==================== block 1
==> block_1/cell_classes.png <==
Scale bar: 20 um. Fill, decap, tap and diode cells in grey.
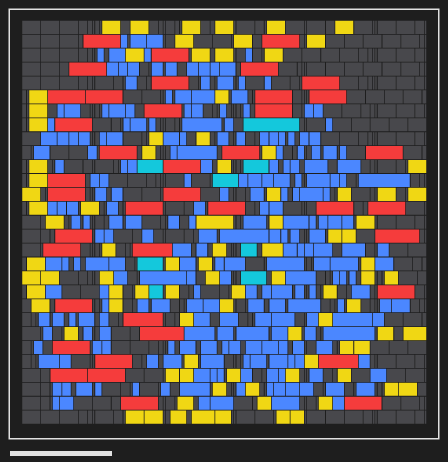

File: config.mk
export PLATFORM = sky130hd
export DESIGN_NAME = count_tracker
export DESIGN_NICKNAME = d
export VERILOG_FILES = /design/src/rtl/count_tracker.sv
export SDC_FILE = /design/constraint.sdc
export NUM_CORES = 1
export LEC_CHECK = 0
export CAP_MARGIN = 5
export CORE_MARGIN = 2
export CORE_UTILIZATION = 40
export CTS_BUF_LIST = sky130_fd_sc_hd__clkbuf_8 sky130_fd_sc_hd__clkbuf_16
export DETAILED_ROUTE_END_ITERATION = 10
export PLACE_DENSITY_LB_ADDON = 0.15
export REMOVE_ABC_BUFFERS = 1
export SYNTH_ARGS = -nofsm -noshare
export SYNTH_HDL_FRONTEND = slang
export SYNTH_SLANG_ARGS = --single-unit
File: constraint.sdc
create_clock -name clk -period 2.55 [get_ports clk]
set_input_delay 0.255 -clock clk [delete_from_list [all_inputs] [get_ports clk]]
set_output_delay 0.255 -clock clk [all_outputs]
set_load 0.005 [all_outputs]
File: src/rtl/count_tracker.sv
// Receive-side checker for a bouncing LO..HI..LO counter stream: infers direction,
// pulses on peaks/troughs, counts periods and flags samples that break the +/-1 rule.
module count_tracker #(
    parameter int unsigned W      = 8,
    parameter int unsigned LO     = 0,
    parameter int unsigned HI     = 255,
    parameter int unsigned PCNT_W = 16,
    parameter int unsigned ECNT_W = 8
) (
    input  logic              clk,
    input  logic              rstn,
    input  logic              in_valid,
    input  logic [W-1:0]      in_data,
    input  logic              clr,
    output logic              dir,
    output logic              locked,
    output logic              peak,
    output logic              trough,
    output logic              err,
    output logic              err_sticky,
    output logic [PCNT_W-1:0] period_cnt,
    output logic [ECNT_W-1:0] err_cnt
);

    typedef enum logic [1:0] {ACQ, SEED, UP, DOWN} state_t;

    // Two guard bits: one so prev+1 cannot wrap, one as a sign bit for range tests.
    localparam logic [W+1:0] LO_X  = (W+2)'(LO);
    localparam logic [W+1:0] HI_X  = (W+2)'(HI);
    localparam logic [W+1:0] ONE_X = (W+2)'(1);

    state_t              state_q, state_d;
    logic [W-1:0]        prev_q, prev_d;
    logic                dir_q, dir_d;
    logic                locked_q, locked_d;
    logic                peak_q, peak_d;
    logic                trough_q, trough_d;
    logic                err_q, err_d;
    logic                sticky_q, sticky_d;
    logic [PCNT_W-1:0]   pcnt_q, pcnt_d;
    logic [ECNT_W-1:0]   ecnt_q, ecnt_d;
    logic                period_inc;

    logic [W+1:0]        s_x, p_x, lo_diff, hi_diff;
    logic                in_range, is_inc, is_dec, at_hi, at_lo;

    always_comb begin
        s_x      = {2'b00, in_data};
        p_x      = {2'b00, prev_q};
        lo_diff  = s_x - LO_X;
        hi_diff  = HI_X - s_x;
        in_range = !lo_diff[W+1] && !hi_diff[W+1];
        is_inc   = (s_x == p_x + ONE_X);
        is_dec   = (s_x + ONE_X == p_x);
        at_hi    = (s_x == HI_X);
        at_lo    = (s_x == LO_X);
    end

    always_comb begin
        state_d    = state_q;
        prev_d     = prev_q;
        dir_d      = dir_q;
        peak_d     = 1'b0;
        trough_d   = 1'b0;
        err_d      = 1'b0;
        period_inc = 1'b0;
        if (in_valid) begin
            prev_d = in_data;
            if (!in_range) begin
                err_d   = (state_q == UP) || (state_q == DOWN);
                state_d = SEED;
            end else begin
                case (state_q)
                    ACQ: state_d = SEED;
                    SEED: begin
                        if (is_inc) begin
                            if (at_hi) begin
                                state_d = DOWN;
                                dir_d   = 1'b1;
                                peak_d  = 1'b1;
                            end else begin
                                state_d = UP;
                                dir_d   = 1'b0;
                            end
                        end else if (is_dec) begin
                            if (at_lo) begin
                                state_d  = UP;
                                dir_d    = 1'b0;
                                trough_d = 1'b1;
                            end else begin
                                state_d = DOWN;
                                dir_d   = 1'b1;
                            end
                        end
                    end
                    UP: begin
                        if (is_inc) begin
                            if (at_hi) begin
                                state_d = DOWN;
                                dir_d   = 1'b1;
                                peak_d  = 1'b1;
                            end
                        end else begin
                            err_d   = 1'b1;
                            state_d = SEED;
                        end
                    end
                    DOWN: begin
                        if (is_dec) begin
                            if (at_lo) begin
                                state_d    = UP;
                                dir_d      = 1'b0;
                                trough_d   = 1'b1;
                                period_inc = 1'b1;
                            end
                        end else begin
                            err_d   = 1'b1;
                            state_d = SEED;
                        end
                    end
                    default: state_d = ACQ;
                endcase
            end
        end
        locked_d = (state_d == UP) || (state_d == DOWN);

        // Clear overrides counters and sticky flag but leaves the pulses alone.
        if (clr) begin
            pcnt_d   = '0;
            ecnt_d   = '0;
            sticky_d = 1'b0;
        end else begin
            pcnt_d   = period_inc ? pcnt_q + PCNT_W'(1) : pcnt_q;
            ecnt_d   = (err_d && (ecnt_q != '1)) ? ecnt_q + ECNT_W'(1) : ecnt_q;
            sticky_d = sticky_q | err_d;
        end
    end

    always_ff @(posedge clk) begin
        if (!rstn) begin
            state_q  <= ACQ;
            prev_q   <= '0;
            dir_q    <= 1'b0;
            locked_q <= 1'b0;
            peak_q   <= 1'b0;
            trough_q <= 1'b0;
            err_q    <= 1'b0;
            sticky_q <= 1'b0;
            pcnt_q   <= '0;
            ecnt_q   <= '0;
        end else begin
            state_q  <= state_d;
            prev_q   <= prev_d;
            dir_q    <= dir_d;
            locked_q <= locked_d;
            peak_q   <= peak_d;
            trough_q <= trough_d;
            err_q    <= err_d;
            sticky_q <= sticky_d;
            pcnt_q   <= pcnt_d;
            ecnt_q   <= ecnt_d;
        end
    end

    assign dir        = dir_q;
    assign locked     = locked_q;
    assign peak       = peak_q;
    assign trough     = trough_q;
    assign err        = err_q;
    assign err_sticky = sticky_q;
    assign period_cnt = pcnt_q;
    assign err_cnt    = ecnt_q;

endmodule

==================== block 2
<file path="src/rtl/event_pkg.sv">
// Shared types and constants for the multi-channel event sink.
// Drive and free are both active-low; idle levels are named here so the logic reads in intent.
package event_pkg;

    typedef enum logic [0:0] {
        FE_IDLE = 1'b0,
        FE_LOW  = 1'b1
    } fe_state_t;

    localparam logic FREE_ACTIVE = 1'b0;
    localparam logic DRIVE_IDLE  = 1'b1;

endpackage

</file>
<file path="src/rtl/event_sink_chan.sv">
// One sink channel: drive edge detect, DELAY-stage token delay line, backlog counter
// and a two-state free engine that emits one active-low free pulse per token.
module event_sink_chan
    import event_pkg::*;
#(
    parameter int DELAY = 2,
    parameter int DEPTH = 4
) (
    input  logic clk,
    input  logic rstn,
    input  logic i_drive,
    input  logic i_ovf_clr,
    output logic o_free,
    output logic o_busy,
    output logic o_ovf
);

    localparam int CNT_W = $clog2(DEPTH + 1);
    localparam logic [CNT_W-1:0] CNT_MAX = CNT_W'(DEPTH);
    localparam logic [CNT_W-1:0] CNT_ONE = CNT_W'(1);

    logic             r_drive_q;
    logic             r_armed;
    logic [DELAY-1:0] r_dly;
    logic [CNT_W-1:0] r_cnt;
    fe_state_t        r_state;
    logic             r_free;
    logic             r_ovf;

    logic             w_event;
    logic             w_exit;
    logic             w_drain;
    logic             w_drop;
    logic [CNT_W-1:0] w_cnt_nxt;

    // r_armed suppresses the first sample after reset, so a drive already low at release is no event.
    assign w_event = r_armed && (r_drive_q == DRIVE_IDLE) && (i_drive != DRIVE_IDLE);
    assign w_exit  = r_dly[DELAY-1];
    assign w_drain = (r_state == FE_IDLE) && ((r_cnt != '0) || w_exit);
    assign w_drop  = w_exit && !w_drain && (r_cnt == CNT_MAX);

    always_comb begin
        w_cnt_nxt = r_cnt;
        if (w_exit && !w_drain && !w_drop) begin
            w_cnt_nxt = r_cnt + CNT_ONE;
        end else if (!w_exit && w_drain) begin
            w_cnt_nxt = r_cnt - CNT_ONE;
        end
    end

    generate
        if (DELAY == 1) begin : g_dly_one
            always_ff @(posedge clk or negedge rstn) begin
                if (!rstn) begin
                    r_dly <= '0;
                end else begin
                    r_dly <= w_event;
                end
            end
        end else begin : g_dly_many
            always_ff @(posedge clk or negedge rstn) begin
                if (!rstn) begin
                    r_dly <= '0;
                end else begin
                    r_dly <= {r_dly[DELAY-2:0], w_event};
                end
            end
        end
    endgenerate

    always_ff @(posedge clk or negedge rstn) begin
        if (!rstn) begin
            r_drive_q <= DRIVE_IDLE;
            r_armed   <= 1'b0;
            r_cnt     <= '0;
        end else begin
            r_drive_q <= i_drive;
            r_armed   <= 1'b1;
            r_cnt     <= w_cnt_nxt;
        end
    end

    // Free engine: a pulse is always followed by at least one high cycle.
    always_ff @(posedge clk or negedge rstn) begin
        if (!rstn) begin
            r_state <= FE_IDLE;
            r_free  <= ~FREE_ACTIVE;
        end else begin
            case (r_state)
                FE_IDLE: begin
                    if (w_drain) begin
                        r_state <= FE_LOW;
                        r_free  <= FREE_ACTIVE;
                    end else begin
                        r_state <= FE_IDLE;
                        r_free  <= ~FREE_ACTIVE;
                    end
                end
                default: begin
                    r_state <= FE_IDLE;
                    r_free  <= ~FREE_ACTIVE;
                end
            endcase
        end
    end

    // A new overflow outranks a clear arriving in the same cycle.
    always_ff @(posedge clk or negedge rstn) begin
        if (!rstn) begin
            r_ovf <= 1'b0;
        end else if (w_drop) begin
            r_ovf <= 1'b1;
        end else if (i_ovf_clr) begin
            r_ovf <= 1'b0;
        end
    end

    assign o_free = r_free;
    assign o_ovf  = r_ovf;
    assign o_busy = (|r_dly) || (r_cnt != '0) || (r_state == FE_LOW);

endmodule

</file>
<file path="src/rtl/event_sink_array.sv">
// Token terminator for clocked control pipelines: CHANNELS independent event sinks
// side by side with no cross-channel interaction.
module event_sink_array
    import event_pkg::*;
#(
    parameter int CHANNELS = 4,
    parameter int DELAY    = 2,
    parameter int DEPTH    = 4
) (
    input  logic                clk,
    input  logic                rstn,
    input  logic [CHANNELS-1:0] i_drive,
    output logic [CHANNELS-1:0] o_free,
    output logic [CHANNELS-1:0] o_busy,
    output logic [CHANNELS-1:0] o_ovf,
    input  logic [CHANNELS-1:0] i_ovf_clr
);

    for (genvar g = 0; g < CHANNELS; g++) begin : g_chan
        event_sink_chan #(
            .DELAY (DELAY),
            .DEPTH (DEPTH)
        ) u_chan (
            .clk       (clk),
            .rstn      (rstn),
            .i_drive   (i_drive[g]),
            .i_ovf_clr (i_ovf_clr[g]),
            .o_free    (o_free[g]),
            .o_busy    (o_busy[g]),
            .o_ovf     (o_ovf[g])
        );
    end

endmodule
</file>
<file path="config.mk">
export PLATFORM = sky130hd
export DESIGN_NAME = event_sink_array
export DESIGN_NICKNAME = d
export VERILOG_FILES = /design/src/rtl/event_pkg.sv /design/src/rtl/event_sink_chan.sv /design/src/rtl/event_sink_array.sv
export SDC_FILE = /design/constraint.sdc
export NUM_CORES = 1
export LEC_CHECK = 0
export ABC_AREA = 1
export CORE_ASPECT_RATIO = 0.8
export CORE_MARGIN = 2
export CORE_UTILIZATION = 50
export DETAILED_ROUTE_END_ITERATION = 12
export HOLD_SLACK_MARGIN = 0.02
export PLACE_DENSITY = 0.7
export REMOVE_ABC_BUFFERS = 1
export SETUP_SLACK_MARGIN = 0.4
export SYNTH_ARGS = -nofsm -noshare
export SYNTH_HDL_FRONTEND = slang
export SYNTH_HIERARCHICAL = 1
export SYNTH_SLANG_ARGS = --single-unit
export TNS_END_PERCENT = 10
</file>
<file path="constraint.sdc">
create_clock -name clk -period 2 [get_ports clk]
set_input_delay 0.4 -clock clk [delete_from_list [all_inputs] [get_ports clk]]
set_output_delay 0.4 -clock clk [all_outputs]
set_load 0.1 [all_outputs]
</file>
==================== block 3
===== src/rtl/watch2count_seq.sv =====
// watch2count_seq: serial BCD time (hh:mm:ss.mmm) to binary millisecond converter.
// Captures nine BCD digits and folds them into a millisecond count with one
// mixed-radix multiply-accumulate step per clock (shift-add only, no multiplier).
// Registers update on the falling edge of NEclk; reset is asynchronous, active-low.
// Optional build macro: W2C_RANGE_CHECK_EN enables digit range checking at capture
// (any digit > 9, or tens of minutes/seconds > 5, makes the conversion end in error).
module watch2count_seq #(
   parameter int BITS = 29
) (
   input  logic            NEclk,
   input  logic            reset,
   input  logic            start,
   input  logic [3:0]      bcd_h_1,
   input  logic [3:0]      bcd_h_0,
   input  logic [3:0]      bcd_min_1,
   input  logic [3:0]      bcd_min_0,
   input  logic [3:0]      bcd_s_1,
   input  logic [3:0]      bcd_s_0,
   input  logic [3:0]      bcd_ms_2,
   input  logic [3:0]      bcd_ms_1,
   input  logic [3:0]      bcd_ms_0,
   output logic [BITS-1:0] count,
   output logic            busy,
   output logic            done,
   output logic            error
);

   typedef enum logic [1:0] {
      IDLE = 2'd0,
      CALC = 2'd1,
      DONE = 2'd2
   } state_t;

   localparam int ACC_W = BITS + 4;

   state_t            state_q;
   logic [8:0][3:0]   dig_q;
   logic [ACC_W-1:0]  acc_q;
   logic [3:0]        step_q;
   logic              invalid_q;
   logic [BITS-1:0]   count_q;
   logic              busy_q;
   logic              done_q;
   logic              error_q;

   // Digits in processing order: index 0 is hours tens, index 8 is ms units.
   logic [8:0][3:0]   dig_in;
   logic              invalid_d;
   logic [3:0]        dig_cur;
   logic [ACC_W-1:0]  acc_x6;
   logic [ACC_W-1:0]  acc_x10;
   logic [ACC_W-1:0]  acc_scaled;
   logic [ACC_W-1:0]  acc_d;
   logic              overflow;

   assign dig_in = {bcd_ms_0, bcd_ms_1, bcd_ms_2,
                    bcd_s_0, bcd_s_1,
                    bcd_min_0, bcd_min_1,
                    bcd_h_0, bcd_h_1};

`ifdef W2C_RANGE_CHECK_EN
   logic [8:0] dig_gt9;
   for (genvar gi = 0; gi < 9; gi++) begin : g_digit_chk
      assign dig_gt9[gi] = (dig_in[gi] > 4'd9);
   end
   // Index 2 is minutes tens, index 4 is seconds tens: both must be 0..5.
   assign invalid_d = (|dig_gt9) || (dig_in[2] > 4'd5) || (dig_in[4] > 4'd5);
`else
   assign invalid_d = 1'b0;
`endif

   // Shift-add scaling of the accumulator by the radix of the current step.
   assign acc_x6  = (acc_q << 2) + (acc_q << 1);
   assign acc_x10 = (acc_q << 3) + (acc_q << 1);

   // Select the digit and radix for the current step and form the next accumulator.
   always_comb begin
      dig_cur    = 4'd0;
      acc_scaled = acc_x10;
      if (step_q < 4'd9) begin
         dig_cur = dig_q[step_q];
      end
      case (step_q)
         4'd0:       acc_scaled = acc_q;
         4'd2, 4'd4: acc_scaled = acc_x6;
         default:    acc_scaled = acc_x10;
      endcase
      acc_d = acc_scaled + {{BITS{1'b0}}, dig_cur};
   end

   // Anything above the count width means the result does not fit.
   assign overflow = |acc_q[ACC_W-1:BITS];

   // Control FSM with registered outputs; done is a single-cycle pulse.
   always_ff @(negedge NEclk or negedge reset) begin
      if (!reset) begin
         state_q   <= IDLE;
         dig_q     <= '0;
         acc_q     <= '0;
         step_q    <= 4'd0;
         invalid_q <= 1'b0;
         count_q   <= '0;
         busy_q    <= 1'b0;
         done_q    <= 1'b0;
         error_q   <= 1'b0;
      end else begin
         done_q <= 1'b0;
         case (state_q)
            IDLE: begin
               // A start coinciding with the done pulse is deliberately not taken,
               // so done can never be asserted on consecutive cycles.
               if (start && !done_q) begin
                  dig_q     <= dig_in;
                  invalid_q <= invalid_d;
                  acc_q     <= '0;
                  step_q    <= 4'd0;
                  busy_q    <= 1'b1;
                  error_q   <= 1'b0;
                  state_q   <= CALC;
               end
            end
            CALC: begin
               acc_q  <= acc_d;
               step_q <= step_q + 4'd1;
               if (step_q == 4'd8) begin
                  state_q <= DONE;
               end
            end
            DONE: begin
               done_q <= 1'b1;
               busy_q <= 1'b0;
               if (invalid_q || overflow) begin
                  error_q <= 1'b1;
               end else begin
                  count_q <= acc_q[BITS-1:0];
               end
               state_q <= IDLE;
            end
            default: begin
               state_q <= IDLE;
            end
         endcase
      end
   end

   assign count = count_q;
   assign busy  = busy_q;
   assign done  = done_q;
   assign error = error_q;

endmodule


===== config.mk =====
export PLATFORM = sky130hd
export DESIGN_NAME = watch2count_seq
export DESIGN_NICKNAME = d
export VERILOG_FILES = /design/src/rtl/watch2count_seq.sv
export SDC_FILE = /design/constraint.sdc
export NUM_CORES = 1
export LEC_CHECK = 0
export ABC_CLOCK_PERIOD_IN_PS = 14600
export CORE_MARGIN = 2
export CORE_UTILIZATION = 50
export DETAILED_ROUTE_END_ITERATION = 6
export MAX_ROUTING_LAYER = met4
export PLACE_DENSITY = 0.69
export SKIP_CTS_REPAIR_TIMING = 1
export SLEW_MARGIN = 20
export SYNTH_ARGS = -nofsm -noshare
export SYNTH_HDL_FRONTEND = slang
export SYNTH_SLANG_ARGS = --single-unit

===== constraint.sdc =====
create_clock -name NEclk -period 14.6 [get_ports NEclk]
set_clock_uncertainty 0.05 [all_clocks]
set_input_delay 2.92 -clock NEclk [delete_from_list [all_inputs] [get_ports NEclk]]
set_output_delay 2.92 -clock NEclk [all_outputs]
set_load 0.03 [all_outputs]


==> screenshots <==
Cell area per tile.
(a)
The die is cut into 14 by 14 equal tiles; white is low, dark blue is high, 0 to 100% covered.
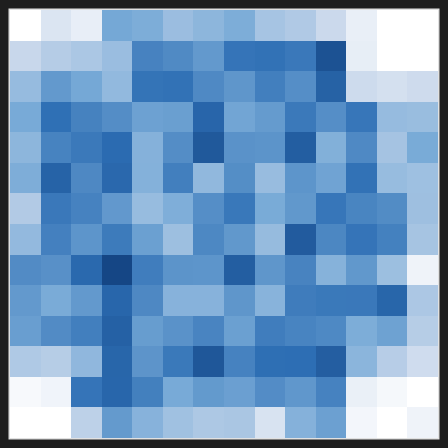
(b)
The die is cut into 7 by 6 equal tiles; white is low, dark blue is high, 0 to 100% covered.
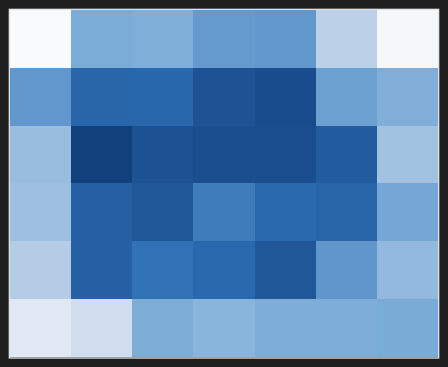
(c)
The die is cut into 8 by 8 equal tiles; white is low, dark blue is high, 0 to 100% covered.
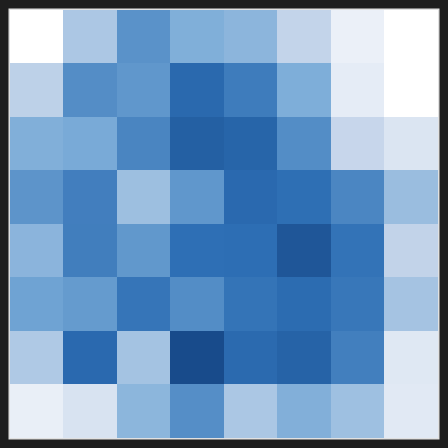
The one with the highest utilization is (b).
(a) comes from block 3.
(c) comes from block 1.
(b) comes from block 2.

Key to (c):
densest ninth of the die	middle
emptiest ninth of the die	top right
mean over tiles	50%
tiles over 75% full	17%
nearly empty tiles	4.7%

==> block_2/cell_classes.png <==
Scale bar: 20 um. Fill, decap, tap and diode cells in grey.
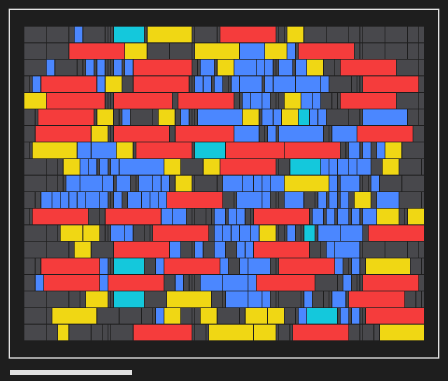
class	colour	cells	share of their area
flops	red	40	43%
other buffers and delay cells	yellow	43	19%
all other logic	blue	141	34%
clock drivers and dummy loads	cyan	8	3.9%
fin area: 2400 sq um
num rows: 19
post-layout util: 0.706
proportion of cell area occupied by registers: 0.422
core area: 3400 sq um

==> GITHUB_STEP_SUMMARY, block 2 <==
### Yosys + OpenROAD results

| Metric | Value |
|---|---|
| Top cells by count, synth | `nand2_1, dfrtp_1, inv_1, nand3_1, nor2_1` |
| Buffers on Ports | `21` |
| Adder-Cell Fraction of Synth Area | `0.0455` |
| Dominant logic cell types in the final layout | `nand2_1, dfrtp_1, buf_4` |
| Drt initial violations | `64` |
| Post-Route WL | `3.26 mm` |
| Clock Sinks | `40` |
| Largest net degree at the start of global routing | `41` |
| Flop area | `1010 sq um` |
| Synth logic family | `simple AND/OR/NAND/NOR gates` |
| H-tree levels | `2` |
| Cells along the critical path | `nor2_2, nand2_2, nor2_4, nand2_2, buf_12` |
| WL met2 | `approximately 1.7 mm` |
| CP most frequent cell | `nand2_2` |
| Fin cells | `274` |
| Cell accounting for the most synthesized area | `dfrtp_1` |
| Antenna-violating nets left | `0` |
| Ys async rst share | `1.00` |
| Final Cycle Share | `0.844` |
| Share of layout cells above drive strength 1 | `0.371` |
| Status | `finished, final reports clean` |
| Initial antenna violation count | `0` |
| Worst Setup Start Kind | `flop` |
| Clk_buf instances | `6` |
| Tool warning count | `27` |
| Width of the die | `70.3 um` |
| EDFF count, synth | `0` |
| Postcts setup bufs | `15` |
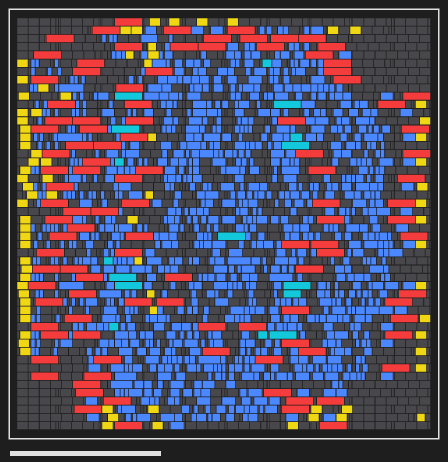
(block_3/cell_classes.png)
Scale bar: 50 um. Fill, decap, tap and diode cells in grey.
class	colour	cells	share of their area
all other logic	blue	993	63%
other buffers and delay cells	yellow	78	7.4%
flops	red	107	26%
clock drivers and dummy loads	cyan	16	2.9%

==> GITHUB_STEP_SUMMARY, block 3 <==
### Yosys + OpenROAD results

| Metric | Value |
|---|---|
| Worst Setup Start Kind | `input port` |
| DIE AREA | `about 20,000 sq um` |
| Worst Hold Class | `flop to flop` |
| Worst r2r src | `step_q[0]` |
| Layout fillers | `1,738` |
| Adder-Cell Fraction of Synth Area | `0.0953` |
| Number of flip-flops in the largest register | `36` |
| Root Driver | `clkbuf_16` |
| Commonest Layout Cell | `nand2_1` |
| Worst Slack Setup Final | `2.76 ns` |
| Cells along the critical path | `clkdlybuf4s50_1, or4b_2, buf_4, nand3_1, o21ai_0` |
| Status | `finished, final reports clean` |
| First-pass GRT wire length | `42.4 mm` |
| Final setup fails | `0` |
| Drt initial violations | `between 600 and 700` |
| Hold Path End | `dig_q[23]` |
| Final TNS setup | `0 ns` |
| Critical Path RT | `7.43 ns` |
| Clock Sinks | `107` |
| XOR/XNOR Fraction of Synth Area | `0.0492` |
| Flip-flops | `107` |
| Dominant logic cell types in the final layout | `nand2_1, dfrtn_1, a21oi_1` |
| Top cells by count, synth | `nand2_1, dfrtn_1, a21oi_1, o21ai_0, nor2_1` |
| EDFF count, synth | `0` |
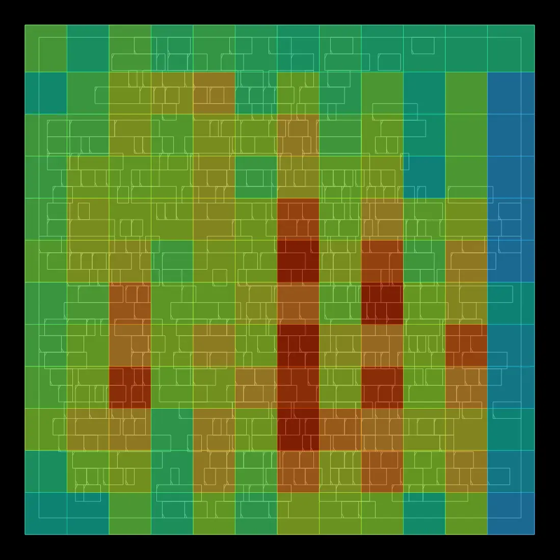
(block_1/final_congestion.png)
met3 usage: 0.0396
met1 global-route usage: 0.253
M2 GR Usage: 0.303

Notes on block_1/cell_classes.png above:
class	colour	cells	share of their area
other buffers and delay cells	yellow	91	23%
all other logic	blue	246	51%
clock drivers and dummy loads	cyan	8	3.3%
flops	red	40	23%

==> GITHUB_STEP_SUMMARY, block 1 <==
### Yosys + OpenROAD results

| Metric | Value |
|---|---|
| Gpl congestion | `0.834` |
| Crit. End Element | `flop` |
| XOR/XNOR Fraction of Synth Area | `0.110` |
| Top cell category | `logic gates` |
| GRT Max-Usage Layer | `met2` |
| Slowest stage delay, CP | `0.53 ns` |
| Post-Syn Area per Cell | `approximately 8.4 sq um` |
| Buffers excl. clock | `between 90 and 100` |
| Top cells by count, synth | `dfxtp_1, nor2_1, nand3_1, nand2_1` |
| Antenna-violating nets left | `0` |
| Worst Setup Start Kind | `flop` |
| Critical Path RT | `2.74 ns` |
| Netlist cell types | `62` |
| Ys cells | `303` |
| Min cycle time layout | `2.55 ns` |
| Share of the synthesized area in the top cell type | `0.316` |
| Placed insts | `between 400 and 500` |
| Vias | `2,428` |
| R2R cell count | `9` |
| Worst EP arrival | `2.73 ns` |
| Largest net degree at the start of global routing | `15` |
| Max Fclk | `0.393 GHz` |
| Clock Latency Late Sink | `0.30 ns` |
| Final setup fails | `0` |
| H-tree levels | `2` |
| Share of layout cells above drive strength 1 | `0.244` |
| Status | `finished, final reports clean` |


## Gallery

Signal wires on met1.
Supply wires on this layer in grey.
picture 1
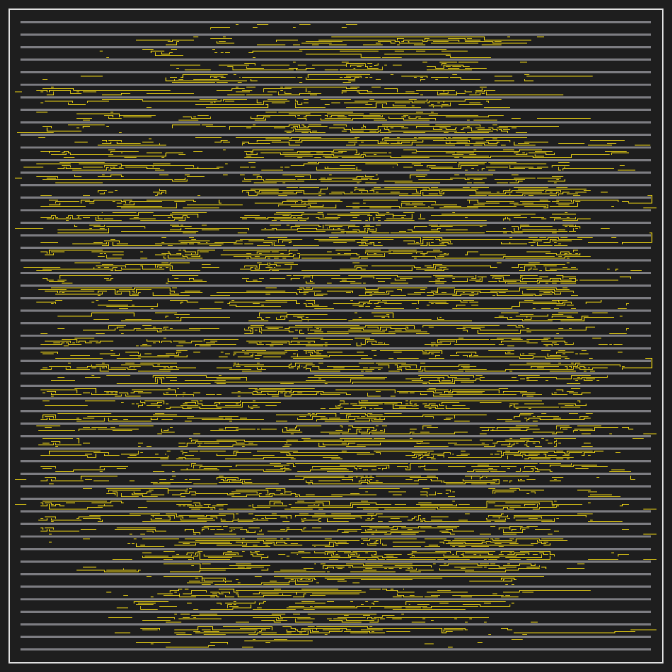
picture 2
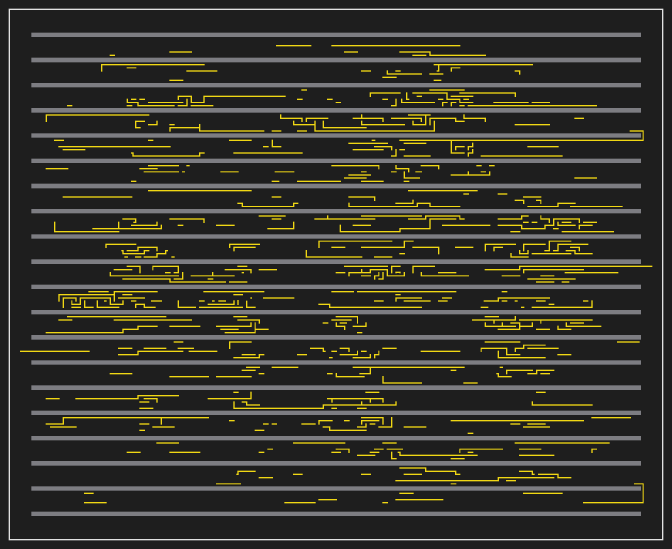
picture 3
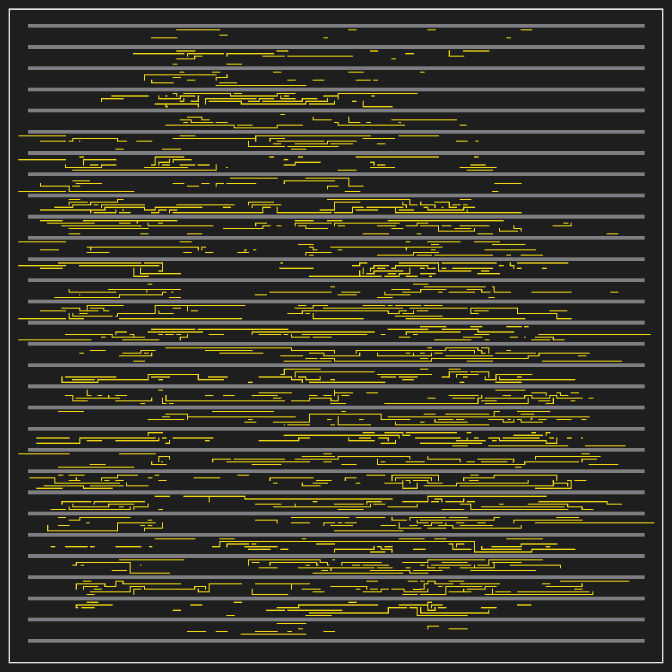
picture 3: block 1
picture 2: block 2
picture 1: block 3

